# ---- block 1 ----
**Block 1: the metal 2 layer**

Drawn at 4 px/µm.
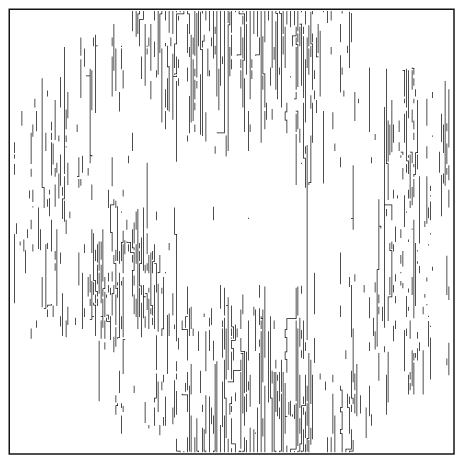

### config.mk
export PLATFORM = sky130hd
export DESIGN_NAME = apb_master
export DESIGN_NICKNAME = d
export VERILOG_FILES = /design/src/rtl/apb_master.sv
export SDC_FILE = /design/constraint.sdc
export NUM_CORES = 1
export LEC_CHECK = 0
export ABC_AREA = 1
export CORE_MARGIN = 2
export CORE_UTILIZATION = 30
export DETAILED_ROUTE_END_ITERATION = 10
export PLACE_DENSITY = 0.7
export SETUP_SLACK_MARGIN = 0.15
export SLEW_MARGIN = 20
export SYNTH_ARGS = -nofsm -noshare
export SYNTH_HDL_FRONTEND = slang
export SYNTH_SLANG_ARGS = --single-unit
### constraint.sdc
create_clock -name clk -period 1.6 [get_ports clk]
set_clock_uncertainty 0.2 [all_clocks]
set_input_delay 0.24 -clock clk [delete_from_list [all_inputs] [get_ports clk]]
set_output_delay 0.24 -clock clk [all_outputs]
set_load 0.03 [all_outputs]
### src/rtl/apb_master.sv
// APB requester: takes one command at a time on a valid/ready port, runs SETUP then ACCESS,
// and returns a one-cycle response pulse carrying read data or a wait-state timeout error.
module apb_master #(
  parameter int ADDR_W  = 10,
  parameter int DATA_W  = 32,
  parameter int TIMEOUT = 15
) (
  input  logic              clk,
  input  logic              reset,
  input  logic              cmd_valid_i,
  output logic              cmd_ready_o,
  input  logic              cmd_write_i,
  input  logic [ADDR_W-1:0] cmd_addr_i,
  input  logic [DATA_W-1:0] cmd_wdata_i,
  output logic              rsp_valid_o,
  output logic [DATA_W-1:0] rsp_rdata_o,
  output logic              rsp_err_o,
  output logic              psel_o,
  output logic              penable_o,
  output logic              pwrite_o,
  output logic [ADDR_W-1:0] paddr_o,
  output logic [DATA_W-1:0] pwdata_o,
  input  logic [DATA_W-1:0] prdata_i,
  input  logic              pready_i
);

  typedef enum logic [1:0] {IDLE, SETUP, ACCESS} state_t;

  // Counter value in the last ACCESS cycle the slave is allowed before we abort.
  localparam logic [7:0] WCNT_LAST = (TIMEOUT == 0) ? 8'd0 : 8'(TIMEOUT - 1);

  state_t              state_q, state_d;
  logic [7:0]          wcnt_q, wcnt_d;
  logic                psel_q, psel_d;
  logic                penable_q, penable_d;
  logic                pwrite_q, pwrite_d;
  logic [ADDR_W-1:0]   paddr_q, paddr_d;
  logic [DATA_W-1:0]   pwdata_q, pwdata_d;
  logic                rsp_valid_q, rsp_valid_d;
  logic [DATA_W-1:0]   rsp_rdata_q, rsp_rdata_d;
  logic                rsp_err_q, rsp_err_d;
  logic                timeout_hit;

  assign timeout_hit = (TIMEOUT != 0) && (wcnt_q == WCNT_LAST);

  always_comb begin
    state_d     = state_q;
    wcnt_d      = wcnt_q;
    psel_d      = psel_q;
    penable_d   = penable_q;
    pwrite_d    = pwrite_q;
    paddr_d     = paddr_q;
    pwdata_d    = pwdata_q;
    rsp_valid_d = 1'b0;
    rsp_rdata_d = '0;
    rsp_err_d   = 1'b0;
    case (state_q)
      IDLE: begin
        if (cmd_valid_i) begin
          state_d  = SETUP;
          psel_d   = 1'b1;
          pwrite_d = cmd_write_i;
          paddr_d  = cmd_addr_i;
          pwdata_d = cmd_wdata_i;
        end
      end
      SETUP: begin
        state_d   = ACCESS;
        penable_d = 1'b1;
        wcnt_d    = 8'd0;
      end
      ACCESS: begin
        if (pready_i) begin
          state_d     = IDLE;
          psel_d      = 1'b0;
          penable_d   = 1'b0;
          rsp_valid_d = 1'b1;
          rsp_rdata_d = pwrite_q ? '0 : prdata_i;
        end else begin
          wcnt_d = wcnt_q + 8'd1;
          if (timeout_hit) begin
            state_d     = IDLE;
            psel_d      = 1'b0;
            penable_d   = 1'b0;
            rsp_valid_d = 1'b1;
            rsp_err_d   = 1'b1;
          end
        end
      end
      default: begin
        state_d   = IDLE;
        psel_d    = 1'b0;
        penable_d = 1'b0;
      end
    endcase
  end

  always_ff @(posedge clk or negedge reset) begin
    if (!reset) begin
      state_q     <= IDLE;
      wcnt_q      <= 8'd0;
      psel_q      <= 1'b0;
      penable_q   <= 1'b0;
      pwrite_q    <= 1'b0;
      paddr_q     <= '0;
      pwdata_q    <= '0;
      rsp_valid_q <= 1'b0;
      rsp_rdata_q <= '0;
      rsp_err_q   <= 1'b0;
    end else begin
      state_q     <= state_d;
      wcnt_q      <= wcnt_d;
      psel_q      <= psel_d;
      penable_q   <= penable_d;
      pwrite_q    <= pwrite_d;
      paddr_q     <= paddr_d;
      pwdata_q    <= pwdata_d;
      rsp_valid_q <= rsp_valid_d;
      rsp_rdata_q <= rsp_rdata_d;
      rsp_err_q   <= rsp_err_d;
    end
  end

  // Ready is gated by reset so nothing is offered while the block is held in reset.
  assign cmd_ready_o = (state_q == IDLE) && reset;
  assign rsp_valid_o = rsp_valid_q;
  assign rsp_rdata_o = rsp_rdata_q;
  assign rsp_err_o   = rsp_err_q;
  assign psel_o      = psel_q;
  assign penable_o   = penable_q;
  assign pwrite_o    = pwrite_q;
  assign paddr_o     = paddr_q;
  assign pwdata_o    = pwdata_q;

endmodule
# ---- block 2 ----
## config.mk

```make
export PLATFORM = sky130hd
export DESIGN_NAME = seg7_scan_capture
export DESIGN_NICKNAME = d
export VERILOG_FILES = /design/src/rtl/seg7_pkg.sv /design/src/rtl/seg7_pattern_decode.sv /design/src/rtl/seg7_scan_capture.sv
export SDC_FILE = /design/constraint.sdc
export NUM_CORES = 1
export LEC_CHECK = 0
export CAP_MARGIN = 20
export CORE_UTILIZATION = 45
export DETAILED_ROUTE_END_ITERATION = 12
export PLACE_DENSITY_LB_ADDON = 0.15
export SLEW_MARGIN = 20
export SYNTH_ARGS = -nofsm -noshare
export SYNTH_HDL_FRONTEND = slang
export SYNTH_HIERARCHICAL = 1
export SYNTH_SLANG_ARGS = --single-unit
```

## constraint.sdc

```tcl
create_clock -name clk -period 2.6 [get_ports clk]
set_clock_uncertainty 0.05 [all_clocks]
set_input_delay 0.26 -clock clk [delete_from_list [all_inputs] [get_ports clk]]
set_output_delay 0.26 -clock clk [all_outputs]
set_load 0.03 [all_outputs]
```

## src/rtl/seg7_pkg.sv

```systemverilog
// -----------------------------------------------------------------------------
// seg7_pkg
// Shared constants for the seven-segment receive path: active-low segment
// patterns for the hex digits, the all-off pattern, segment bit positions and
// the digit count, plus small helpers for decoding the active-low anode bus.
// -----------------------------------------------------------------------------
package seg7_pkg;

    localparam int NUM_DIGITS = 4;

    // Segment bit positions inside seg[6:0] = {g,f,e,d,c,b,a}.
    localparam int SEG_A = 0;
    localparam int SEG_B = 1;
    localparam int SEG_C = 2;
    localparam int SEG_D = 3;
    localparam int SEG_E = 4;
    localparam int SEG_F = 5;
    localparam int SEG_G = 6;

    // Active-low patterns, written {g,f,e,d,c,b,a}.
    localparam logic [6:0] SEG_0     = 7'b1000000;
    localparam logic [6:0] SEG_1     = 7'b1111001;
    localparam logic [6:0] SEG_2     = 7'b0100100;
    localparam logic [6:0] SEG_3     = 7'b0110000;
    localparam logic [6:0] SEG_4     = 7'b0011001;
    localparam logic [6:0] SEG_5     = 7'b0010010;
    localparam logic [6:0] SEG_6     = 7'b0000010;
    localparam logic [6:0] SEG_7     = 7'b1111000;
    localparam logic [6:0] SEG_8     = 7'b0000000;
    localparam logic [6:0] SEG_9     = 7'b0010000;
    localparam logic [6:0] SEG_HEX_A = 7'b0001000;
    localparam logic [6:0] SEG_HEX_B = 7'b0000011;
    localparam logic [6:0] SEG_HEX_C = 7'b1000110;
    localparam logic [6:0] SEG_HEX_D = 7'b0100001;
    localparam logic [6:0] SEG_HEX_E = 7'b0000110;
    localparam logic [6:0] SEG_HEX_F = 7'b0001110;
    localparam logic [6:0] SEG_BLANK = 7'h7F;

    // True when exactly one bit of v is set.
    function automatic logic is_onehot4(input logic [3:0] v);
        return (v != 4'd0) && ((v & (v - 4'd1)) == 4'd0);
    endfunction

    // Position of the set bit of a one-hot vector (don't-care otherwise).
    function automatic logic [1:0] onehot_index(input logic [3:0] v);
        logic [1:0] idx;
        idx = 2'd0;
        for (int b = 0; b < NUM_DIGITS; b++) begin
            if (v[b]) idx = 2'(b);
        end
        return idx;
    endfunction

endpackage

```

## src/rtl/seg7_pattern_decode.sv

```systemverilog
// -----------------------------------------------------------------------------
// seg7_pattern_decode
// Combinational inverse of the hex-to-seven-segment table.
//   seg      in  7  active-low segment pattern {g,f,e,d,c,b,a}
//   nibble   out 4  decoded hex value (0 unless the pattern is a table hit)
//   is_blank out 1  all segments off
//   is_err   out 1  pattern is neither a hex digit nor blank
// -----------------------------------------------------------------------------
module seg7_pattern_decode
    import seg7_pkg::*;
(
    input  logic [6:0] seg,
    output logic [3:0] nibble,
    output logic       is_blank,
    output logic       is_err
);

    always_comb begin
        // NOTE: every output gets a default before the case so no path leaves
        // one unassigned, which would otherwise infer a latch.
        nibble   = 4'h0;
        is_blank = 1'b0;
        is_err   = 1'b0;
        case (seg)
            SEG_0:     nibble = 4'h0;
            SEG_1:     nibble = 4'h1;
            SEG_2:     nibble = 4'h2;
            SEG_3:     nibble = 4'h3;
            SEG_4:     nibble = 4'h4;
            SEG_5:     nibble = 4'h5;
            SEG_6:     nibble = 4'h6;
            SEG_7:     nibble = 4'h7;
            SEG_8:     nibble = 4'h8;
            SEG_9:     nibble = 4'h9;
            SEG_HEX_A: nibble = 4'hA;
            SEG_HEX_B: nibble = 4'hB;
            SEG_HEX_C: nibble = 4'hC;
            SEG_HEX_D: nibble = 4'hD;
            SEG_HEX_E: nibble = 4'hE;
            SEG_HEX_F: nibble = 4'hF;
            SEG_BLANK: is_blank = 1'b1;
            default:   is_err = 1'b1;
        endcase
    end

endmodule

```

## src/rtl/seg7_scan_capture.sv

```systemverilog
// -----------------------------------------------------------------------------
// seg7_scan_capture
// Receive-side monitor for a multiplexed four-digit seven-segment bus. A
// {an, seg} sample that holds for STABLE_CYCLES+1 consecutive sampled edges
// with exactly one anode low is captured once, decoded, and stored for that
// digit. frame_valid pulses for one cycle when all four digits have been
// captured since the previous pulse.
//   clk          in   1  system clock, rising edge
//   reset        in   1  synchronous, active high
//   seg          in   7  active-low segments {g,f,e,d,c,b,a}
//   an           in   4  active-low digit anodes
//   digits       out 16  digit i at digits[4i+3:4i]
//   blank        out  4  digit i last captured as all-off
//   err          out  4  digit i last captured as an undecodable pattern
//   frame_valid  out  1  one-cycle frame-complete pulse
// -----------------------------------------------------------------------------
module seg7_scan_capture
    import seg7_pkg::*;
#(
    parameter int STABLE_CYCLES = 4     // legal range 1..255
) (
    input  logic        clk,
    input  logic        reset,
    input  logic [6:0]  seg,
    input  logic [3:0]  an,
    output logic [15:0] digits,
    output logic [3:0]  blank,
    output logic [3:0]  err,
    output logic        frame_valid
);

    localparam logic [7:0] CAP_CNT = 8'(STABLE_CYCLES - 1);

    logic [3:0] r_an;
    logic [6:0] r_seg;
    logic [7:0] cnt;
    logic       taken;
    logic [3:0] seen;

    logic [3:0] dec_nibble;
    logic       dec_blank;
    logic       dec_err;

    logic       same;
    logic       sel_valid;
    logic [1:0] sel;
    logic       capture;
    logic [3:0] seen_next;
    logic       frame_done;

    seg7_pattern_decode u_decode (
        .seg      (r_seg),
        .nibble   (dec_nibble),
        .is_blank (dec_blank),
        .is_err   (dec_err)
    );

    // The capture edge must also see the pattern unchanged; otherwise a dwell
    // that ends exactly as cnt reaches CAP_CNT would be taken one sample short.
    assign same       = ({an, seg} == {r_an, r_seg});
    assign sel_valid  = is_onehot4(~r_an);
    assign sel        = onehot_index(~r_an);
    assign capture    = same && (cnt == CAP_CNT) && !taken && sel_valid;
    assign seen_next  = seen | (4'b0001 << sel);
    assign frame_done = capture && (seen_next == 4'hF);

    // NOTE: all state here uses non-blocking assignments so every register
    // samples the pre-edge values regardless of statement order.
    always_ff @(posedge clk) begin
        if (reset) begin
            r_an        <= 4'hF;
            r_seg       <= SEG_BLANK;
            cnt         <= 8'd0;
            taken       <= 1'b0;
            seen        <= 4'd0;
            digits      <= 16'd0;
            blank       <= 4'd0;
            err         <= 4'd0;
            frame_valid <= 1'b0;
        end else begin
            r_an  <= an;
            r_seg <= seg;

            if (!same) begin
                cnt   <= 8'd0;
                taken <= 1'b0;
            end else begin
                if (cnt != 8'hFF) cnt <= cnt + 8'd1;
                if (capture) taken <= 1'b1;
            end

            frame_valid <= frame_done;

            if (capture) begin
                seen <= frame_done ? 4'd0 : seen_next;
                if (dec_blank) begin
                    blank[sel] <= 1'b1;
                    err[sel]   <= 1'b0;
                end else if (dec_err) begin
                    blank[sel] <= 1'b0;
                    err[sel]   <= 1'b1;
                end else begin
                    digits[{sel, 2'b00} +: 4] <= dec_nibble;
                    blank[sel]                <= 1'b0;
                    err[sel]                  <= 1'b0;
                end
            end
        end
    end

endmodule
```

# ---- block 3 ----
`src/rtl/alu_arbiter_pkg.sv`:
```
`default_nettype none
// ============================================================================
//  Module   : alu_arbiter_pkg
//  Purpose  : Shared constants for the two-requester ALU arbiter: FSM state
//             encoding, CMD field layout and the ALU opcode / operand-source
//             codes that requesters place in their CMD words.
//  Ports    : none (package)
//  Revision : 1.0  initial release
// ============================================================================
package alu_arbiter_pkg;

  typedef enum logic [1:0] {
    ST_IDLE    = 2'd0,
    ST_ISSUE   = 2'd1,
    ST_CAPTURE = 2'd2
  } arb_state_t;

  // CMD = {OPX[3:0], SRCA[1:0], SRCB[2:0]}
  localparam int C_CMD_W       = 9;
  localparam int C_CMD_OPX_LSB = 5;
  localparam int C_CMD_OPX_W   = 4;
  localparam int C_CMD_SA_LSB  = 3;
  localparam int C_CMD_SA_W    = 2;
  localparam int C_CMD_SB_LSB  = 0;
  localparam int C_CMD_SB_W    = 3;

  localparam logic [3:0] C_OPX_ADD   = 4'h0;
  localparam logic [3:0] C_OPX_SUB   = 4'h1;
  localparam logic [3:0] C_OPX_AND   = 4'h2;
  localparam logic [3:0] C_OPX_OR    = 4'h3;
  localparam logic [3:0] C_OPX_XOR   = 4'h4;
  localparam logic [3:0] C_OPX_PASSA = 4'h5;

  localparam logic [1:0] C_SRCA_REG_A = 2'd0;
  localparam logic [1:0] C_SRCA_ZERO  = 2'd1;
  localparam logic [1:0] C_SRCA_ONES  = 2'd2;
  localparam logic [1:0] C_SRCA_ONE   = 2'd3;

  localparam logic [2:0] C_SRCB_REG_B = 3'd0;
  localparam logic [2:0] C_SRCB_ZERO  = 3'd1;
  localparam logic [2:0] C_SRCB_ONE   = 3'd2;
  localparam logic [2:0] C_SRCB_TWO   = 3'd3;
  localparam logic [2:0] C_SRCB_ONES  = 3'd4;

  function automatic logic [C_CMD_OPX_W-1:0] cmd_opx(input logic [C_CMD_W-1:0] cmd);
    return cmd[C_CMD_OPX_LSB +: C_CMD_OPX_W];
  endfunction

  function automatic logic [C_CMD_SA_W-1:0] cmd_srca(input logic [C_CMD_W-1:0] cmd);
    return cmd[C_CMD_SA_LSB +: C_CMD_SA_W];
  endfunction

  function automatic logic [C_CMD_SB_W-1:0] cmd_srcb(input logic [C_CMD_W-1:0] cmd);
    return cmd[C_CMD_SB_LSB +: C_CMD_SB_W];
  endfunction

  function automatic logic [C_CMD_W-1:0] mk_cmd(input logic [3:0] opx,
                                                 input logic [1:0] srca,
                                                 input logic [2:0] srcb);
    return {opx, srca, srcb};
  endfunction

endpackage
`default_nettype wire

```
`src/rtl/alu_arb_pick.sv`:
```
`default_nettype none
// ============================================================================
//  Module   : alu_arb_pick
//  Purpose  : Combinational tie-break between the two ALU requesters.
//             Optional macro ALU_ARB_RR_EN selects round-robin ties (the
//             requester that is not the current owner wins); without it,
//             requester 0 has fixed priority.
//  Ports    : req0, req1 - raw request levels
//             mask_en    - when high, the current owner's request is ignored
//             owner      - index of the current/last granted requester
//             winner     - index of the chosen requester (valid only if valid)
//             valid      - at least one unmasked request present
//  Revision : 1.0  initial release
// ============================================================================
module alu_arb_pick (
  input  logic req0,
  input  logic req1,
  input  logic mask_en,
  input  logic owner,
  output logic winner,
  output logic valid
);

  logic w_req0;
  logic w_req1;

  // In CAPTURE the owner may still hold REQ on the edge ending its ACK cycle;
  // masking stops that stale level from being granted a second time.
  assign w_req0 = req0 & ~(mask_en & ~owner);
  assign w_req1 = req1 & ~(mask_en &  owner);
  assign valid  = w_req0 | w_req1;

`ifdef ALU_ARB_RR_EN
  assign winner = (w_req0 & w_req1) ? ~owner : w_req1;
`else
  assign winner = ~w_req0 & w_req1;
`endif

endmodule
`default_nettype wire

```
`src/rtl/alu_arbiter.sv`:
```
`default_nettype none
// ============================================================================
//  Module   : alu_arbiter
//  Purpose  : Shares one combinational ALU between the execute unit (R0) and
//             the address/stack increment unit (R1). IDLE -> ISSUE -> CAPTURE
//             FSM, all outputs registered; an op takes two cycles and a new
//             grant can be taken directly from CAPTURE.
//             Optional macro ALU_ARB_RR_EN: round-robin tie-break (see
//             alu_arb_pick); default build uses fixed R0 priority.
//  Ports    : clk, rst_n            - clock, async active-low reset
//             r0_req/r0_cmd/r0_ccl  - requester 0 request, command, CC latch
//             r0_ack                - one-cycle pulse, res valid for R0
//             r1_req/r1_cmd/r1_ack  - requester 1 request, command, ack
//             alu_r                 - ALU combinational result
//             alu_opx/alua_srcx/alub_srcx - ALU controls
//             ccl_ld                - condition-code latch enable
//             res                   - registered result
//             busy                  - state is not IDLE
//             owner                 - current/last granted requester
//  Revision : 1.0  initial release
// ============================================================================
module alu_arbiter
  import alu_arbiter_pkg::*;
#(
  parameter int RES_W = 16
) (
  input  logic             clk,
  input  logic             rst_n,
  input  logic             r0_req,
  input  logic [8:0]       r0_cmd,
  input  logic             r0_ccl,
  output logic             r0_ack,
  input  logic             r1_req,
  input  logic [8:0]       r1_cmd,
  output logic             r1_ack,
  input  logic [RES_W-1:0] alu_r,
  output logic [3:0]       alu_opx,
  output logic [1:0]       alua_srcx,
  output logic [2:0]       alub_srcx,
  output logic             ccl_ld,
  output logic [RES_W-1:0] res,
  output logic             busy,
  output logic             owner
);

  arb_state_t           r_state;
  arb_state_t           w_state_nxt;
  logic                 w_mask_en;
  logic                 w_winner;
  logic                 w_valid;
  logic                 w_grant;
  logic [C_CMD_W-1:0]   w_cmd;

  logic                 r_r0_ack;
  logic                 r_r1_ack;
  logic                 r_ccl_ld;
  logic                 r_busy;
  logic                 r_owner;
  logic [3:0]           r_opx;
  logic [1:0]           r_srca;
  logic [2:0]           r_srcb;
  logic [RES_W-1:0]     r_res;

  assign w_mask_en = (r_state == ST_CAPTURE);

  alu_arb_pick u_pick (
    .req0    (r0_req),
    .req1    (r1_req),
    .mask_en (w_mask_en),
    .owner   (r_owner),
    .winner  (w_winner),
    .valid   (w_valid)
  );

  assign w_cmd = w_winner ? r1_cmd : r0_cmd;

  always_ff @(posedge clk or negedge rst_n) begin
    if (!rst_n) begin
      r_state <= ST_IDLE;
    end else begin
      r_state <= w_state_nxt;
    end
  end

  always_comb begin
    w_state_nxt = r_state;
    w_grant     = 1'b0;
    case (r_state)
      ST_IDLE: begin
        if (w_valid) begin
          w_grant     = 1'b1;
          w_state_nxt = ST_ISSUE;
        end
      end
      ST_ISSUE: begin
        w_state_nxt = ST_CAPTURE;
      end
      ST_CAPTURE: begin
        if (w_valid) begin
          w_grant     = 1'b1;
          w_state_nxt = ST_ISSUE;
        end else begin
          w_state_nxt = ST_IDLE;
        end
      end
      default: begin
        w_state_nxt = ST_IDLE;
      end
    endcase
  end

  // Every output is a flop; values are computed from the transition being
  // taken so that they line up with the state they belong to.
  always_ff @(posedge clk or negedge rst_n) begin
    if (!rst_n) begin
      r_r0_ack <= 1'b0;
      r_r1_ack <= 1'b0;
      r_ccl_ld <= 1'b0;
      r_busy   <= 1'b0;
      r_owner  <= 1'b1;
      r_opx    <= '0;
      r_srca   <= '0;
      r_srcb   <= '0;
      r_res    <= '0;
    end else begin
      r_busy   <= (w_state_nxt != ST_IDLE);
      // ACK and RES both become valid on entry to CAPTURE.
      r_r0_ack <= (r_state == ST_ISSUE) & ~r_owner;
      r_r1_ack <= (r_state == ST_ISSUE) &  r_owner;
      // High only for the ISSUE cycle that follows an R0 grant with CCL set.
      r_ccl_ld <= w_grant & ~w_winner & r0_ccl;
      if (r_state == ST_ISSUE) begin
        r_res <= alu_r;
      end
      if (w_grant) begin
        r_owner <= w_winner;
        r_opx   <= cmd_opx(w_cmd);
        r_srca  <= cmd_srca(w_cmd);
        r_srcb  <= cmd_srcb(w_cmd);
      end
    end
  end

  assign r0_ack    = r_r0_ack;
  assign r1_ack    = r_r1_ack;
  assign ccl_ld    = r_ccl_ld;
  assign busy      = r_busy;
  assign owner     = r_owner;
  assign alu_opx   = r_opx;
  assign alua_srcx = r_srca;
  assign alub_srcx = r_srcb;
  assign res       = r_res;

endmodule
`default_nettype wire

```
`config.mk`:
```
export PLATFORM = sky130hd
export DESIGN_NAME = alu_arbiter
export DESIGN_NICKNAME = d
export VERILOG_FILES = /design/src/rtl/alu_arbiter_pkg.sv /design/src/rtl/alu_arb_pick.sv /design/src/rtl/alu_arbiter.sv
export SDC_FILE = /design/constraint.sdc
export NUM_CORES = 1
export LEC_CHECK = 0
export ABC_CLOCK_PERIOD_IN_PS = 1800
export CAP_MARGIN = 30
export CORE_MARGIN = 2
export CORE_UTILIZATION = 30
export DETAILED_ROUTE_END_ITERATION = 10
export PLACE_DENSITY = 0.63
export SYNTH_ARGS = -nofsm -noshare
export SYNTH_HDL_FRONTEND = slang
export SYNTH_SLANG_ARGS = --single-unit
export TNS_END_PERCENT = 5
```
`constraint.sdc`:
```
create_clock -name clk -period 1.8 [get_ports clk]
set_input_delay 0.36 -clock clk [delete_from_list [all_inputs] [get_ports clk]]
set_output_delay 0.36 -clock clk [all_outputs]
set_load 0.03 [all_outputs]
```

==> layout pictures side by side <==
Met3 routing.
Plate I
Drawn at 2 px/µm.
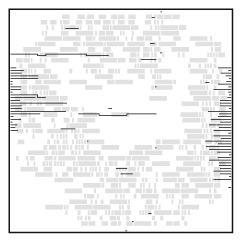
Plate II
Drawn at 4 px/µm.
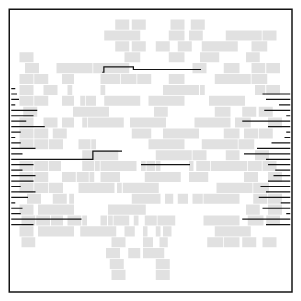
Plate III
Drawn at 3 px/µm.
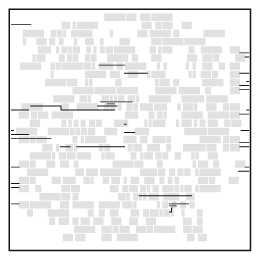
Plate III -> block 2
Plate I -> block 1
Plate II -> block 3

**Block 2: ports around the boundary**

Drawn at 6 px/µm. Pins as bars across the die edge, other pins in grey.
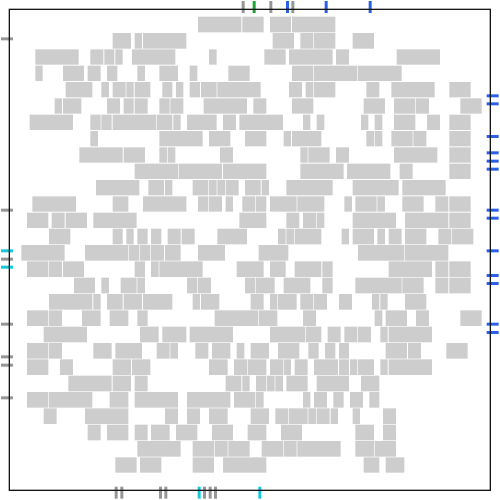
[digits] blue | pins: 16 | direction: output | edge: 13 right, 3 top
[blank] cyan | pins: 4 | direction: output | edge: 2 left, 2 bottom
[frame_valid] green | pins: 1 | direction: output | edge: top
all pins by edge: 13 right, 9 left, 9 bottom, 7 top
overall die width: 79.9 µm
IO Port Bufs: 37
DIE HEIGHT: 79.9 µm

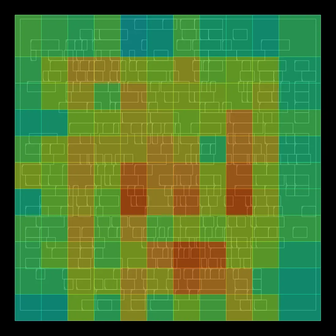
**Above:** block 2 (routing congestion).
drt wl/cell: 12.8 µm
M3 GR Usage: 0.0366
Most Crowded Layer GR: met2
GRT met2 Usage: 0.285

==> flow_metrics.env, block 2 <==
# implementation run metrics
export IMPL_cts_repair_resized=0
export IMPL_yosys_stat_area_um2=2730
export IMPL_clock_power_share=0.325
export IMPL_min_period_over_period=0.925
export IMPL_cts_made_buffers=5
export IMPL_common_cells="dfxtp_1 (49), nand2_1 (27), nor2_1 (23), mux2i_1 (22), nand2b_1 (22)"
export IMPL_routed_top_layer="met4"
export IMPL_grt_pass1_vias=1956
export IMPL_fin_nets=354
export IMPL_ant_nets=0
export IMPL_status="completed"
export IMPL_tns_ns=0
export IMPL_openroad_warnings=33
export IMPL_cp_max_fo=16
export IMPL_largestClassByArea="combinational gates"
export IMPL_grt_use_met1=0.263
export IMPL_min_from="seen[2]"
export IMPL_cp_arrival_ns=2.59
export IMPL_power_clock_uw=451
export IMPL_edf_count=0
export IMPL_nMultiInputCombCells=227
export IMPL_critPathSlowestCell="dfxtp_1"
export IMPL_intPower_mw=1.03
export IMPL_ys_seq_elements=49
export IMPL_finalHoldViolCount=0
export IMPL_comb_cell_share=0.502
export IMPL_cts_sinks=49
export IMPL_largest_area_cell="dfxtp_1"
export IMPL_top_power_group="sequential cells"
export IMPL_switchingPower_uw=362
export IMPL_grt_first_pass_wirelength_mm=9.31
export IMPL_hold_buffers=0
export IMPL_dpl_cell_area_um2=3100
## block 2: stage by stage
stage,power (mW),instances
finish,1.39,408
global route,1.46,408
CTS,1.41,408
detailed placement,0.953,400
global placement,0.951,400
floorplan,0.908,301
## block 2: kinds of logic (layout without fill, tap and decap cells)
group,count (synthesis),after routing,synth area share
flip-flops,49,49,0.359
buffers and inverters,25,57,0.0559
XOR/XNOR,16,16,0.0513
AND-OR/OR-AND,37,37,0.0948
adder cells (fa/ha/maj),9,9,0.0412
multiplexers,22,22,0.0806
AND/OR/NAND/NOR,143,143,0.317
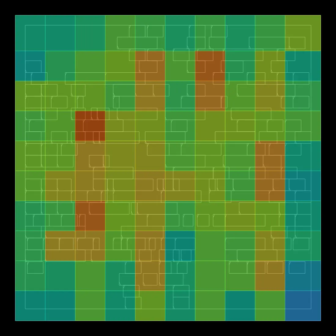
**Above:** block 3 (routing congestion).
GR Layer Usage met1: 0.149
fin util: 0.504
Global Route Usage Sum: 0.127
drt wl/cell: 12.9 µm

==> flow_metrics.env, block 3 <==
# implementation run metrics
export IMPL_simple_gate_share=0.0626
export IMPL_areaGrowthSynthToFinish_pct=64.2
export IMPL_inverters=4
export IMPL_lay_top_cells="clkdlybuf4s50_1 (67), dfrtp_1 (31), mux2_2 (17)"
export IMPL_yosysMostFrequentCell="dfrtp_1"
export IMPL_logic_family="multiplexers"
export IMPL_r2r_setup_slack_ns=0.34
export IMPL_worst_path_stages=1
export IMPL_antenna_found_initial=0
export IMPL_logic_area_um2=474
export IMPL_maxSlewHeadroom=0.745
export IMPL_grt_first_pass_wirelength_mm=4.84
export IMPL_rows=24
export IMPL_fp_dieH_um=70.3
export IMPL_min_period_over_period=0.929
export IMPL_ys_types=19
export IMPL_yosysWarningCount=0
export IMPL_clk_share=0.0370
export IMPL_cp_endpoint="alub_srcx[1]"
export IMPL_common_cells="dfrtp_1 (31), mux2_2 (17), nand2_1 (10), mux2i_1 (9), o21ai_2 (8)"
export IMPL_wl_mm=2.89
export IMPL_cts_tree="yes"
export IMPL_openroad_warnings=26
export IMPL_seqCellArea_um2=802
export IMPL_ant_nets=0
export IMPL_hold_path_class="input pin to asynchronous set/reset pin"
export IMPL_synth_xor_xnor_area_share=0
export IMPL_comb_cell_share=0.219
export IMPL_die_area_um2=4940
export IMPL_largestClassByArea="sequential cells"
export IMPL_status="completed"
export IMPL_crit_path_start="alub_srcx[1]"
export IMPL_syn_area_um2=1320
export IMPL_clk_pin_slew_worst_paths_ns=0.06
export IMPL_tightest_slew_ns=0.382
[block 3: where the power goes]
group / leakage (nW) / internal (mW) / switching, mW
Clock: 0.0395 / 0.274 / 0.231
Combinational: 0.498 / 1.06 / 1.19
Sequential: 0.383 / 1.08 / 0.198
[block 3: layer usage]
| metal | track usage | wire [µm] | up-vias |
|---|---|---|---|
| li1 | - | - | 475 |
| met1 | 0.149 | 1200 | 440 |
| met2 | 0.213 | 1390 | 56 |
| met3 | 0.0577 | 301 | 0 |
| met4 | 0.0321 | 0 | 0 |
| met5 | 0 | 0 | - |
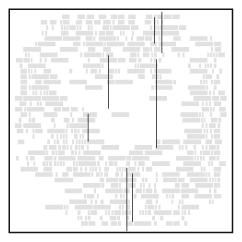
**Above:** block 1 (met4 routing).
Drawn at 2 px/µm.
wire length on this layer: 173 µm
main direction: vertical
longest straight run: 44.2 µm
nets with wire on the layer: 6
share of all routed wire: 1.8%
Total Wirelength: 9.35 mm
Vias: 3032

About 'the metal 2 layer' of block 1:
share of all routed wire: 49%
main direction: vertical
nets with wire on the layer: 511
GRT met2 Usage: 0.249

==> flow_metrics.env, block 1 <==
# implementation run metrics
export IMPL_wl_met2_mm=4.58
export IMPL_yosys_stat_area_um2=3420
export IMPL_coreArea_um2=11300
export IMPL_syn_area_um2=3420
export IMPL_setup_viol=0
export IMPL_ys_types=18
export IMPL_worst_path_stages=4
export IMPL_worstSetupEndpointType="output pin"
export IMPL_busiest_layer="met2"
export IMPL_r2r_cells=8
export IMPL_lay_top_count="nand2_1"
export IMPL_fillers=1069
export IMPL_cp_buffers_inverters=2
export IMPL_post_cts_buffers=3
export IMPL_status="completed"
export IMPL_drive_gt1_frac=0.236
export IMPL_min_period_over_period=0.961
==> block 1: through the flow <==
step           utilization  instance area, µm²  cells
4_1_cts              0.491                5540    689
3_5_place_dp         0.460                5190    672
2_1_floorplan            -                3420    377
3_3_place_gp         0.460                5190    672
6_report             0.487                5490    697
5_1_grt              0.487                5490    697
==> block 1: registers in the layout, summed over array words and instances (netlist names) <==
register,count
pwdata_o,32
rsp_rdata_o,32
paddr_o,10
wcnt_q,8
state_q,2
penable_o,1
psel_o,1
pwrite_o,1
rsp_err_o,1
rsp_valid_o,1


==> notes/layouts.md <==
Pictures saved along the way, in no particular order.

Met1 routing.
shot_01.png
Drawn at 4 px/µm.
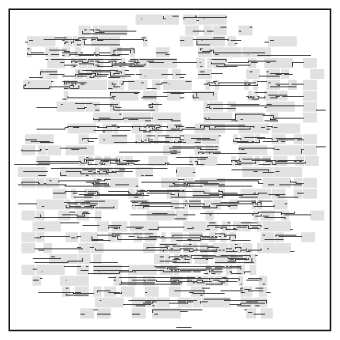
shot_02.png
Drawn at 6 px/µm.
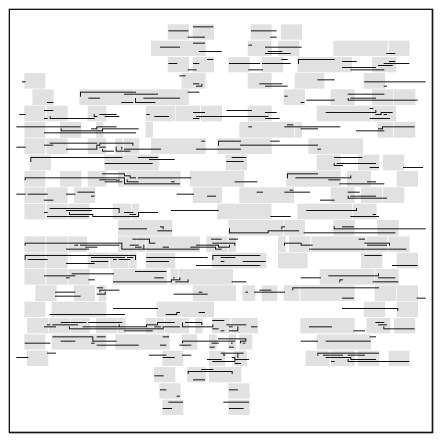
shot_03.png
Drawn at 3 px/µm.
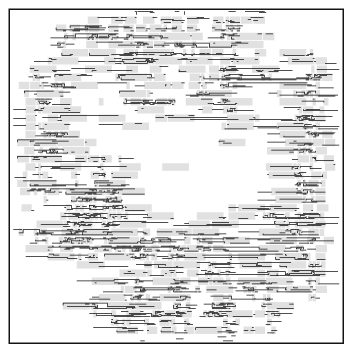
- shot_01.png = block 2
- shot_02.png = block 3
- shot_03.png = block 1

Power and IR drop assume default switching activity.
